# ---- block 1 ----
Block 1, clock nets:
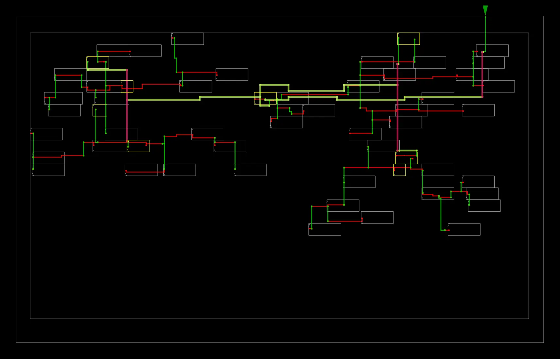

## src/rtl/alu_seq.sv

```systemverilog
// Sequential ALU with valid/ready handshakes, registered result/flags and a shift-add multiplier.
// Define ALU_SEQ_DIV_EN to build the restoring divider (DIV/MOD); otherwise ops 10/11 are illegal.
module alu_seq #(
    parameter int unsigned WIDTH = 8,
    parameter int unsigned SHW   = $clog2(WIDTH)
) (
    input  logic             clk,
    input  logic             reset,
    input  logic             in_valid,
    output logic             in_ready,
    input  logic [WIDTH-1:0] a,
    input  logic [WIDTH-1:0] b,
    input  logic [3:0]       op,
    output logic             out_valid,
    input  logic             out_ready,
    output logic [WIDTH-1:0] c,
    output logic [3:0]       flags,
    output logic             err
);

    localparam int unsigned PW = 2 * WIDTH;

    localparam logic [1:0] S_IDLE = 2'd0;
    localparam logic [1:0] S_BUSY = 2'd1;
    localparam logic [1:0] S_DONE = 2'd2;

    localparam logic [3:0] OP_ADD  = 4'd0;
    localparam logic [3:0] OP_SUB  = 4'd1;
    localparam logic [3:0] OP_AND  = 4'd2;
    localparam logic [3:0] OP_OR   = 4'd3;
    localparam logic [3:0] OP_XOR  = 4'd4;
    localparam logic [3:0] OP_SHL  = 4'd5;
    localparam logic [3:0] OP_SHR  = 4'd6;
    localparam logic [3:0] OP_SAR  = 4'd7;
    localparam logic [3:0] OP_MUL  = 4'd8;
    localparam logic [3:0] OP_MULH = 4'd9;
`ifdef ALU_SEQ_DIV_EN
    localparam logic [3:0] OP_DIV  = 4'd10;
    localparam logic [3:0] OP_MOD  = 4'd11;
`endif

    logic [1:0]       state, state_next;
    logic [3:0]       op_q, op_next;
    logic [WIDTH-1:0] a_q, a_next;
    logic [PW-1:0]    p, p_next;
    logic [SHW-1:0]   cnt, cnt_next;
    logic [WIDTH-1:0] c_next;
    logic [3:0]       flags_next;
    logic             err_next;

    logic [WIDTH-1:0] res;
    logic             res_c, res_v, illegal, multi, div_err;
    logic [WIDTH:0]   sum_w;
    logic [SHW-1:0]   sh;
    logic [WIDTH:0]   mul_up;
    logic [PW-1:0]    mul_step;

`ifdef ALU_SEQ_DIV_EN
    logic [WIDTH-1:0] b_q, b_next;
    logic [WIDTH-1:0] rem, rem_next;
    logic [WIDTH:0]   div_shift, div_diff;
    logic [WIDTH-1:0] q_step, rem_step;
`endif

    // Next-state, datapath and result computation
    always_comb begin
        state_next = state;
        op_next    = op_q;
        a_next     = a_q;
        p_next     = p;
        cnt_next   = cnt;
        c_next     = c;
        flags_next = flags;
        err_next   = err;
        res        = '0;
        res_c      = 1'b0;
        res_v      = 1'b0;
        illegal    = 1'b0;
        multi      = 1'b0;
        div_err    = 1'b0;
        sum_w      = '0;
        sh         = b[SHW-1:0];
        mul_up     = '0;
        mul_step   = '0;
`ifdef ALU_SEQ_DIV_EN
        b_next     = b_q;
        rem_next   = rem;
        div_shift  = '0;
        div_diff   = '0;
        q_step     = '0;
        rem_step   = '0;
`endif
        case (state)
            S_IDLE: begin
                if (in_valid) begin
                    op_next  = op;
                    a_next   = a;
                    cnt_next = '0;
`ifdef ALU_SEQ_DIV_EN
                    b_next   = b;
`endif
                    case (op)
                        OP_ADD: begin
                            sum_w = {1'b0, a} + {1'b0, b};
                            res   = sum_w[WIDTH-1:0];
                            res_c = sum_w[WIDTH];
                            res_v = (a[WIDTH-1] == b[WIDTH-1]) && (res[WIDTH-1] != a[WIDTH-1]);
                        end
                        OP_SUB: begin
                            // top bit of the (WIDTH+1)-bit difference is the borrow
                            sum_w = {1'b0, a} - {1'b0, b};
                            res   = sum_w[WIDTH-1:0];
                            res_c = sum_w[WIDTH];
                            res_v = (a[WIDTH-1] != b[WIDTH-1]) && (res[WIDTH-1] != a[WIDTH-1]);
                        end
                        OP_AND:  res = a & b;
                        OP_OR:   res = a | b;
                        OP_XOR:  res = a ^ b;
                        OP_SHL:  res = a << sh;
                        OP_SHR:  res = a >> sh;
                        OP_SAR:  res = $unsigned($signed(a) >>> sh);
                        OP_MUL, OP_MULH: begin
                            multi  = 1'b1;
                            p_next = {{WIDTH{1'b0}}, b};
                        end
`ifdef ALU_SEQ_DIV_EN
                        OP_DIV, OP_MOD: begin
                            multi    = 1'b1;
                            p_next   = {{WIDTH{1'b0}}, a};
                            rem_next = '0;
                        end
`endif
                        default: illegal = 1'b1;
                    endcase
                    if (multi) begin
                        state_next = S_BUSY;
                    end else begin
                        state_next = S_DONE;
                        c_next     = illegal ? '0 : res;
                        flags_next = illegal ? 4'b0001 : {res_v, res_c, res[WIDTH-1], res == '0};
                        err_next   = illegal;
                    end
                end
            end
            S_BUSY: begin
                cnt_next = cnt + SHW'(1);
                // shift-add multiply: conditionally add a into the high half, then shift right
                mul_up   = p[0] ? ({1'b0, p[PW-1:WIDTH]} + {1'b0, a_q}) : {1'b0, p[PW-1:WIDTH]};
                mul_step = {mul_up, p[WIDTH-1:1]};
`ifdef ALU_SEQ_DIV_EN
                // restoring divide: quotient shifts through the low half of p
                div_shift = {rem, p[WIDTH-1]};
                div_diff  = div_shift - {1'b0, b_q};
                if (!div_diff[WIDTH]) begin
                    rem_step = div_diff[WIDTH-1:0];
                    q_step   = {p[WIDTH-2:0], 1'b1};
                end else begin
                    rem_step = div_shift[WIDTH-1:0];
                    q_step   = {p[WIDTH-2:0], 1'b0};
                end
                if (op_q == OP_DIV || op_q == OP_MOD) begin
                    p_next   = {{WIDTH{1'b0}}, q_step};
                    rem_next = rem_step;
                    res      = (op_q == OP_DIV) ? q_step : rem_step;
                    div_err  = (b_q == '0);
                end else
`endif
                begin
                    p_next = mul_step;
                    res    = (op_q == OP_MULH) ? mul_step[PW-1:WIDTH] : mul_step[WIDTH-1:0];
                    res_c  = (op_q == OP_MUL) && (mul_step[PW-1:WIDTH] != '0);
                end
                if (cnt == SHW'(WIDTH - 1)) begin
                    state_next = S_DONE;
                    c_next     = res;
                    flags_next = {1'b0, res_c, res[WIDTH-1], res == '0};
                    err_next   = div_err;
                end
            end
            S_DONE: begin
                if (out_ready) state_next = S_IDLE;
            end
            default: state_next = S_IDLE;
        endcase
    end

    // State and output registers
    always_ff @(posedge clk) begin
        if (reset) begin
            state     <= S_IDLE;
            op_q      <= '0;
            a_q       <= '0;
            p         <= '0;
            cnt       <= '0;
            c         <= '0;
            flags     <= '0;
            err       <= 1'b0;
            out_valid <= 1'b0;
            in_ready  <= 1'b1;
`ifdef ALU_SEQ_DIV_EN
            b_q       <= '0;
            rem       <= '0;
`endif
        end else begin
            state     <= state_next;
            op_q      <= op_next;
            a_q       <= a_next;
            p         <= p_next;
            cnt       <= cnt_next;
            c         <= c_next;
            flags     <= flags_next;
            err       <= err_next;
            out_valid <= (state_next == S_DONE);
            in_ready  <= (state_next == S_IDLE);
`ifdef ALU_SEQ_DIV_EN
            b_q       <= b_next;
            rem       <= rem_next;
`endif
        end
    end

endmodule
```

## config.mk

```make
export PLATFORM = sky130hd
export DESIGN_NAME = alu_seq
export DESIGN_NICKNAME = d
export VERILOG_FILES = /design/src/rtl/alu_seq.sv
export SDC_FILE = /design/constraint.sdc
export NUM_CORES = 1
export LEC_CHECK = 0
export CORE_ASPECT_RATIO = 0.6
export CORE_MARGIN = 3
export CORE_UTILIZATION = 55
export CTS_BUF_LIST = sky130_fd_sc_hd__clkbuf_8
export DETAILED_ROUTE_END_ITERATION = 16
export GPL_ROUTABILITY_DRIVEN = 0
export PLACE_DENSITY = 0.86
export SLEW_MARGIN = 20
export SYNTH_ARGS = -nofsm -noshare
export SYNTH_HDL_FRONTEND = slang
export SYNTH_SLANG_ARGS = --single-unit
```

## constraint.sdc

```tcl
create_clock -name clk -period 2.5 [get_ports clk]
set_input_delay 0.25 -clock clk [delete_from_list [all_inputs] [get_ports clk]]
set_output_delay 0.25 -clock clk [all_outputs]
set_load 0.01 [all_outputs]
```

# ---- block 2 ----
<file path="src/rtl/ir_regfile_mp_pkg.sv">
// Shared types and default widths for the instruction register file.
//   state_e        : init sequencer states (LINIT, LREAD_MEM, LWORK)
//   IRR_WIDTH      : default entry width
//   IR_ADDR_WIDTH  : default entry address width
//   IR_MEM_AW      : default instruction-memory address width
//   IR_RD_PORTS    : default number of read ports
package ir_regfile_mp_pkg;

  typedef enum logic [1:0] {
    LINIT     = 2'd0,
    LREAD_MEM = 2'd1,
    LWORK     = 2'd2
  } state_e;

  localparam int unsigned IRR_WIDTH     = 16;
  localparam int unsigned IR_ADDR_WIDTH = 4;
  localparam int unsigned IR_MEM_AW     = 16;
  localparam int unsigned IR_RD_PORTS   = 2;

endpackage

</file>
<file path="src/rtl/ir_regfile_mp_if.sv">
// Bus bundle between instruction memory, the register file and the decode stage.
//   memory side : mem_req/mem_addr out, mem_ack/mem_rdata in
//   control     : reinit in, init_done out
//   write port  : wr_en/wr_addr/wr_data in, wr_ready out
//   read ports  : rd_en/rd_addr in, rd_data/rd_valid out (packed per port)
//   rd_perr     : per-port parity error, only with IR_REGFILE_PARITY_EN
// Modport slave is the register file view, master is the surrounding logic.
interface ir_regfile_mp_if
  import ir_regfile_mp_pkg::*;
#(
  parameter int unsigned DATA_W   = IRR_WIDTH,
  parameter int unsigned ADDR_W   = IR_ADDR_WIDTH,
  parameter int unsigned RD_PORTS = IR_RD_PORTS,
  parameter int unsigned MEM_AW   = IR_MEM_AW
);

  logic                         reinit;
  logic                         mem_req;
  logic [MEM_AW-1:0]            mem_addr;
  logic                         mem_ack;
  logic [DATA_W-1:0]            mem_rdata;
  logic                         init_done;
  logic                         wr_en;
  logic [ADDR_W-1:0]            wr_addr;
  logic [DATA_W-1:0]            wr_data;
  logic                         wr_ready;
  logic [RD_PORTS-1:0]          rd_en;
  logic [RD_PORTS*ADDR_W-1:0]   rd_addr;
  logic [RD_PORTS*DATA_W-1:0]   rd_data;
  logic [RD_PORTS-1:0]          rd_valid;
`ifdef IR_REGFILE_PARITY_EN
  logic [RD_PORTS-1:0]          rd_perr;
`endif

  modport slave (
    input  reinit, mem_ack, mem_rdata, wr_en, wr_addr, wr_data, rd_en, rd_addr,
`ifdef IR_REGFILE_PARITY_EN
    output rd_perr,
`endif
    output mem_req, mem_addr, init_done, wr_ready, rd_data, rd_valid
  );

  modport master (
    output reinit, mem_ack, mem_rdata, wr_en, wr_addr, wr_data, rd_en, rd_addr,
`ifdef IR_REGFILE_PARITY_EN
    input  rd_perr,
`endif
    input  mem_req, mem_addr, init_done, wr_ready, rd_data, rd_valid
  );

endinterface

</file>
<file path="src/rtl/ir_regfile_rdport.sv">
// One registered read port with write-through bypass.
//   en       : read strobe already qualified with init_done
//   addr     : read address; word/par are the stored entry at addr
//   wr_*     : qualified write port, used for the same-address bypass
//   data     : registered read data, holds when en is low
//   valid    : registered en
//   perr     : registered parity mismatch (IR_REGFILE_PARITY_EN only)
module ir_regfile_rdport
  import ir_regfile_mp_pkg::*;
#(
  parameter int unsigned DATA_W = IRR_WIDTH,
  parameter int unsigned ADDR_W = IR_ADDR_WIDTH
) (
  input  logic              clk,
  input  logic              rst_n,
  input  logic              en,
  input  logic [ADDR_W-1:0] addr,
  input  logic [DATA_W-1:0] word,
`ifdef IR_REGFILE_PARITY_EN
  input  logic              par,
`endif
  input  logic              wr_en,
  input  logic [ADDR_W-1:0] wr_addr,
  input  logic [DATA_W-1:0] wr_data,
  output logic [DATA_W-1:0] data,
  output logic              valid
`ifdef IR_REGFILE_PARITY_EN
  ,
  output logic              perr
`endif
);

  // A write landing on the address being read wins over the stored word.
  logic hit;
  assign hit = wr_en && (wr_addr == addr);

  always_ff @(posedge clk or posedge rst_n) begin
    if (rst_n) begin
      data  <= '0;
      valid <= 1'b0;
`ifdef IR_REGFILE_PARITY_EN
      perr  <= 1'b0;
`endif
    end else begin
      valid <= en;
      if (en) data <= hit ? wr_data : word;
`ifdef IR_REGFILE_PARITY_EN
      // Bypassed data never came from storage, so it cannot be corrupt.
      perr  <= en && !hit && ((^word) != par);
`endif
    end
  end

endmodule

</file>
<file path="src/rtl/ir_regfile_mp.sv">
// Multi-read-port instruction register file with an init sequencer that
// fills every entry from instruction memory after reset or reinit.
//   clk    : clock, rising edge
//   rst_n  : asynchronous reset, active high
//   bus    : ir_regfile_mp_if.slave (memory, control, write and read ports)
// Optional macro IR_REGFILE_PARITY_EN adds per-entry even parity and rd_perr.
module ir_regfile_mp
  import ir_regfile_mp_pkg::*;
#(
  parameter int unsigned DATA_W    = IRR_WIDTH,
  parameter int unsigned ADDR_W    = IR_ADDR_WIDTH,
  parameter int unsigned RD_PORTS  = IR_RD_PORTS,
  parameter int unsigned MEM_AW    = IR_MEM_AW,
  parameter int unsigned INIT_BASE = 0
) (
  input  logic            clk,
  input  logic            rst_n,
  ir_regfile_mp_if.slave  bus
);

  localparam int unsigned DEPTH = 2 ** ADDR_W;

  state_e            state, state_nx;
  logic [ADDR_W-1:0] cnt, cnt_nx, cnt_inc;
  logic              mem_req, mem_req_nx;
  logic [MEM_AW-1:0] mem_addr, mem_addr_nx;
  logic              init_done, init_done_nx;
  logic              load_we;
  logic              wr_we;

  logic [DATA_W-1:0] store [DEPTH];
`ifdef IR_REGFILE_PARITY_EN
  logic              par_store [DEPTH];
`endif

  // Memory address for load slot c: INIT_BASE + c, sized to MEM_AW.
  function automatic logic [MEM_AW-1:0] load_addr(input logic [ADDR_W-1:0] c);
    return MEM_AW'(INIT_BASE + 32'(c));
  endfunction

  assign cnt_inc = cnt + ADDR_W'(1);
  assign wr_we   = bus.wr_en && init_done;

  // Sequencer next-state and registered-output values.
  always_comb begin
    state_nx     = state;
    cnt_nx       = cnt;
    mem_req_nx   = mem_req;
    mem_addr_nx  = mem_addr;
    init_done_nx = init_done;
    load_we      = 1'b0;
    case (state)
      LINIT: begin
        state_nx     = LREAD_MEM;
        cnt_nx       = '0;
        mem_req_nx   = 1'b1;
        mem_addr_nx  = load_addr('0);
        init_done_nx = 1'b0;
      end
      LREAD_MEM: begin
        if (bus.mem_ack) begin
          load_we = 1'b1;
          if (cnt == ADDR_W'(DEPTH - 1)) begin
            state_nx     = LWORK;
            mem_req_nx   = 1'b0;
            init_done_nx = 1'b1;
          end else begin
            cnt_nx      = cnt_inc;
            mem_addr_nx = load_addr(cnt_inc);
          end
        end
      end
      LWORK: begin
        if (bus.reinit) begin
          state_nx     = LINIT;
          mem_req_nx   = 1'b0;
          init_done_nx = 1'b0;
        end
      end
      default: begin
        state_nx     = LINIT;
        mem_req_nx   = 1'b0;
        init_done_nx = 1'b0;
      end
    endcase
  end

  // Sequencer state register.
  always_ff @(posedge clk or posedge rst_n) begin
    if (rst_n) begin
      state     <= LINIT;
      cnt       <= '0;
      mem_req   <= 1'b0;
      mem_addr  <= '0;
      init_done <= 1'b0;
    end else begin
      state     <= state_nx;
      cnt       <= cnt_nx;
      mem_req   <= mem_req_nx;
      mem_addr  <= mem_addr_nx;
      init_done <= init_done_nx;
    end
  end

  // Storage; load and user writes never overlap since they live in different states.
  always_ff @(posedge clk) begin
    if (load_we) begin
      store[cnt] <= bus.mem_rdata;
    end else if (wr_we) begin
      store[bus.wr_addr] <= bus.wr_data;
    end
  end

`ifdef IR_REGFILE_PARITY_EN
  always_ff @(posedge clk) begin
    if (load_we) begin
      par_store[cnt] <= ^bus.mem_rdata;
    end else if (wr_we) begin
      par_store[bus.wr_addr] <= ^bus.wr_data;
    end
  end
`endif

  logic [RD_PORTS*DATA_W-1:0] rd_data;
  logic [RD_PORTS-1:0]        rd_valid;
`ifdef IR_REGFILE_PARITY_EN
  logic [RD_PORTS-1:0]        rd_perr;
`endif

  for (genvar p = 0; p < RD_PORTS; p++) begin : g_rd
    logic [ADDR_W-1:0] addr;
    assign addr = bus.rd_addr[p*ADDR_W +: ADDR_W];

    ir_regfile_rdport #(
      .DATA_W (DATA_W),
      .ADDR_W (ADDR_W)
    ) u_port (
      .clk     (clk),
      .rst_n   (rst_n),
      .en      (bus.rd_en[p] && init_done),
      .addr    (addr),
      .word    (store[addr]),
`ifdef IR_REGFILE_PARITY_EN
      .par     (par_store[addr]),
`endif
      .wr_en   (wr_we),
      .wr_addr (bus.wr_addr),
      .wr_data (bus.wr_data),
      .data    (rd_data[p*DATA_W +: DATA_W]),
      .valid   (rd_valid[p])
`ifdef IR_REGFILE_PARITY_EN
      ,
      .perr    (rd_perr[p])
`endif
    );
  end

  assign bus.mem_req   = mem_req;
  assign bus.mem_addr  = mem_addr;
  assign bus.init_done = init_done;
  assign bus.wr_ready  = init_done;
  assign bus.rd_data   = rd_data;
  assign bus.rd_valid  = rd_valid;
`ifdef IR_REGFILE_PARITY_EN
  assign bus.rd_perr   = rd_perr;
`endif

endmodule

</file>
<file path="src/flat_wrapper.sv">
// flat-port wrapper written by rule: the top's interface ports become plain ports
module ir_regfile_mp_flat import ir_regfile_mp_pkg::*;
#(
  parameter int unsigned DATA_W    = IRR_WIDTH,
  parameter int unsigned ADDR_W    = IR_ADDR_WIDTH,
  parameter int unsigned RD_PORTS  = IR_RD_PORTS,
  parameter int unsigned MEM_AW    = IR_MEM_AW,
  parameter int unsigned INIT_BASE = 0
)
  (clk, rst_n, bus_reinit, bus_mem_ack, bus_mem_rdata, bus_wr_en, bus_wr_addr, bus_wr_data, bus_rd_en, bus_rd_addr, bus_mem_req, bus_mem_addr, bus_init_done, bus_wr_ready, bus_rd_data, bus_rd_valid);
  ir_regfile_mp_if #(.DATA_W(DATA_W), .ADDR_W(ADDR_W), .RD_PORTS(RD_PORTS), .MEM_AW(MEM_AW)) bus_i ();
  input  logic clk;
  input  logic rst_n;
  input wire logic [$bits(bus_i.reinit)-1:0] bus_reinit;
  input wire logic [$bits(bus_i.mem_ack)-1:0] bus_mem_ack;
  input wire logic [$bits(bus_i.mem_rdata)-1:0] bus_mem_rdata;
  input wire logic [$bits(bus_i.wr_en)-1:0] bus_wr_en;
  input wire logic [$bits(bus_i.wr_addr)-1:0] bus_wr_addr;
  input wire logic [$bits(bus_i.wr_data)-1:0] bus_wr_data;
  input wire logic [$bits(bus_i.rd_en)-1:0] bus_rd_en;
  input wire logic [$bits(bus_i.rd_addr)-1:0] bus_rd_addr;
  output wire logic [$bits(bus_i.mem_req)-1:0] bus_mem_req;
  output wire logic [$bits(bus_i.mem_addr)-1:0] bus_mem_addr;
  output wire logic [$bits(bus_i.init_done)-1:0] bus_init_done;
  output wire logic [$bits(bus_i.wr_ready)-1:0] bus_wr_ready;
  output wire logic [$bits(bus_i.rd_data)-1:0] bus_rd_data;
  output wire logic [$bits(bus_i.rd_valid)-1:0] bus_rd_valid;
  assign bus_i.reinit = bus_reinit;
  assign bus_i.mem_ack = bus_mem_ack;
  assign bus_i.mem_rdata = bus_mem_rdata;
  assign bus_i.wr_en = bus_wr_en;
  assign bus_i.wr_addr = bus_wr_addr;
  assign bus_i.wr_data = bus_wr_data;
  assign bus_i.rd_en = bus_rd_en;
  assign bus_i.rd_addr = bus_rd_addr;
  assign bus_mem_req = bus_i.mem_req;
  assign bus_mem_addr = bus_i.mem_addr;
  assign bus_init_done = bus_i.init_done;
  assign bus_wr_ready = bus_i.wr_ready;
  assign bus_rd_data = bus_i.rd_data;
  assign bus_rd_valid = bus_i.rd_valid;
  ir_regfile_mp #(.DATA_W(DATA_W), .ADDR_W(ADDR_W), .RD_PORTS(RD_PORTS), .MEM_AW(MEM_AW), .INIT_BASE(INIT_BASE)) u_core (.clk(clk), .rst_n(rst_n), .bus(bus_i));
endmodule
</file>
<file path="config.mk">
export PLATFORM = sky130hd
export DESIGN_NAME = ir_regfile_mp_flat
export DESIGN_NICKNAME = d
export VERILOG_FILES = /design/src/rtl/ir_regfile_mp_pkg.sv /design/src/rtl/ir_regfile_mp_if.sv /design/src/rtl/ir_regfile_rdport.sv /design/src/rtl/ir_regfile_mp.sv /design/src/flat_wrapper.sv
export SDC_FILE = /design/constraint.sdc
export NUM_CORES = 1
export LEC_CHECK = 0
export CAP_MARGIN = 20
export CORE_MARGIN = 5
export CORE_UTILIZATION = 59
export DETAILED_ROUTE_END_ITERATION = 16
export HOLD_SLACK_MARGIN = 0.12
export PLACE_DENSITY = 0.86
export SLEW_MARGIN = 20
export SYNTH_ARGS = -nofsm -noshare
export SYNTH_HDL_FRONTEND = slang
export SYNTH_SLANG_ARGS = --single-unit
</file>
<file path="constraint.sdc">
create_clock -name clk -period 3.2 [get_ports clk]
set_input_delay 0.48 -clock clk [delete_from_list [all_inputs] [get_ports clk]]
set_output_delay 0.48 -clock clk [all_outputs]
set_load 0.005 [all_outputs]
</file>

==> screenshots <==
M2 wires.
(a)
Scale: 1.5 px per um.
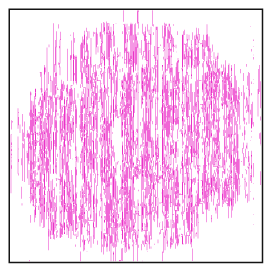
(b)
Scale: 3 px per um.
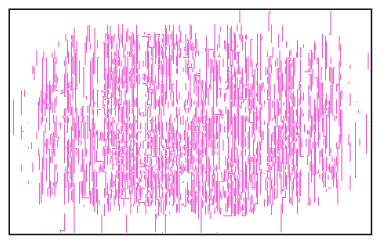
| picture | from |
|---|---|
| (a) | block 2 |
| (b) | block 1 |

Key to (b):
wire length on this layer: 6580 um
longest straight run: 25.5 um
nets with wire on the layer: 659
share of all routed wire: 41%
main direction: vertical

Block 2, wiring by layer:
Scale: 2 px per um.
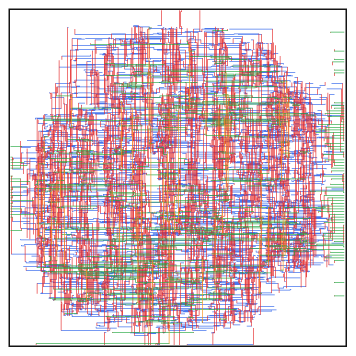
legend:
  M2:
    color: red
    wire_length: 19100 um
  M4:
    color: orange
    wire_length: 1480 um
  M3:
    color: green
    wire_length: 5480 um
  M1:
    color: blue
    wire_length: 15400 um
wire length per cell: 30.4 um
GRT Total Usage: 29.1%
final WL: 41500 um
vias: 9712

Block 2, floorplan with the power grid:
Scale: 2 px per um. Pins as bars on the die edge. Tap cells in gray.
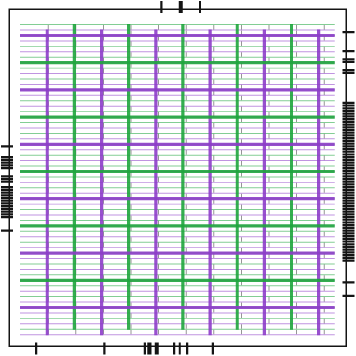
legend:
  VDD:
    color: green
  VSS:
    color: purple
met4 straps: 11
met5 straps: 11

==> flow_summary.ini, block 2 <==
; generated from flow reports
[critical_path]
path_max_fanout = 12
worst_path_most_repeated_cell = buf_4
cp.depth = 6
criticalPathCategory = register to register
crit_path_end = u_core.store[12][8]$_DFFE_PP_
r2r_start = u_core.state[1]$_DFFE_PP0P_
end_kind = register
start_kind = register
rr_endpoint = u_core.store[12][8]$_DFFE_PP_
critPathTopFamily = simple AND/OR/NAND/NOR gates
crit_required_ps = 3500

[clock_network]
clk_latency_ps = 550
postCtsSetupBuffers = 0
clkSinkCount = 297
cts_made_buffers = 29

[synthesis]
topCellsByArea = edfxtp_1 52%, mux4_2 13%, dfrtp_1 7.0%, mux2i_1 6.8%, mux4_1 2.5%
yosysTopAreaCellShare_pct = 52.3
ys_seq_elements = 297
ys_warn_count = 0
ys_sh_adder_pct = 0.0852
synthCells = 909
topCombFamilyByArea = multiplexers

[global_route]
antenna_found_initial = 0
grt_pass1_wl_um = 61700
grt_overflow = 0
grt_start_max_net_pins = 42

[drt]
wl_met1_um = 15400
drt_iter0_markers = 1597
remaining_drc_errors = 0
routed.top_layer = met4
ant_nets = 0

[power_and_ir_drop]
power_frac_clock_pct = 29.8
swShare_pct = 28.6
power_frac_seq_pct = 46.0
power_leader = sequential cells
combinationalPower_w = 0.00278
powerDensity_nw_per_um2 = 678
powerSeq_w = 0.00529
p_comb_share_pct = 24.2

[finish]
buf_share_pct = 8.54
area_growth_pct = 15.3
reg_top3 = u_core.store (256), u_core.g_rd.u_port.data (32), u_core.cnt (4)
flops = 297
drive_gt1_share_pct = 25.0
largest_reg_flops = 256
fin_area_um2 = 16900
diodes = 0
final_cell_count_no_fill = 1366
largest_register = u_core.store

[floorplanning]
core-area_um2 = 24400
rows = 57
dieArea_um2 = 28200
num_tap_cells = 324

[timing]
min_period_over_period_pct = 80.2
skew_ps = 8.22
timing.final.crit_period_ps = 2570
setup_viol_count_final = 0

[hold_path]
min_path_type = input port to asynchronous set/reset pin

[place]
place_ws_ps = 232

[outcome]
outcome = finished clean
Block 1, the metal 3 layer:
Scale: 3 px per um.
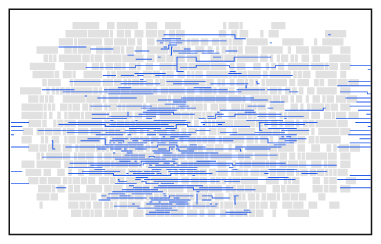
main direction: horizontal
longest straight run: 59.3 um
wire length on this layer: 2580 um

## Picture notes: 'clock nets' of block 1
P_clk: 0.000502 W
Final Skew: 12.4 ps
clk latency of the worst-skew pair: 330 ps
seq_cells: 47

==> flow_summary.ini, block 1 <==
; generated from flow reports
[outcome]
outcome = finished, violations left
violations = negative setup slack

[synthesis]
ys_sh_xor_pct = 0.813
ys_warn_count = 0
synthFlopType = dfxtp_1
synth_area_um2 = 4310
edf_count = 0
yosys.area_share.simple_pct = 23.9
synth_top_cell_by_count = nand2_1
yosys.stat.seqShare_pct = 21.8
syn_avg_cell_area_um2 = 7.64
top_area_cell = dfxtp_1

[drt]
routedWlPerCell_um = 20.3
vias = 5286
avgViaCountPerCell = 6.68
drt_iter0_markers = 954
wl_met1_um = 6290
firstDrtPassIters = 7
wl_met3_um = 2580

[critical_path]
rr_endpoint = flags[0]$_SDFFE_PP0P_
cp_slowest_cell = or4_4
path_max_fanout = 2
crit_buf_inv = 0

[floorplanning]
core-area_um2 = 7420
rows = 24
die_y_um = 74.5
num_tap_cells = 104

[power_and_ir_drop]
powerDensity_nw_per_um2 = 374
power_frac_seq_pct = 37.3
power.leakage_nw = 2.51
p_comb_share_pct = 39.9
powerSeq_w = 0.000824
power.total_w = 0.00221
power_frac_clock_pct = 22.8

[clock_network]
cts_root_buffer = clkbuf_8
clockBufferDepth = 2
postCtsSetupBuffers = 2
htree_levels = 2
clkSinkCount = 47

[finish]
fill_cells = 473
inverters = 28
largest_register = p
diodes = 0
area_growth_pct = 37.2
largest_reg_flops = 16
final_cell_mix = 115 x buf_4, 81 x nand2_1, 50 x nor2_1, 43 x dfxtp_1, 42 x a21oi_1
mi_logic_area_um2 = 3330
fin_area_um2 = 5910
comb_share_pct = 56.3
drive_gt1_share_pct = 28.2
finish.utilization_pct = 79.6

[timing]
setup_viol_count_final = 4
rsz0062_at_grt = true
relSlewSlack_pct = 61.1
finalSetupTns_ps = -503
tightest_slew_ps = 579
max_freq_mhz = 367
min_period_over_period_pct = 109
setup_slack_ps = -225
whs_ps = 411
maxSlewViolCount = 0

[global_route]
grt_start_max_net_pins = 49
grt_pass1_vias = 4854
grt_use_total_pct = 33.9
grt_util_met2_pct = 51.6

[place]
place_hpwl_um = 11400
placed_area_um2 = 5490

[hold_path]
hold_start = a[0]

Power figures rest on the tool's default switching activity, not on a simulated workload.
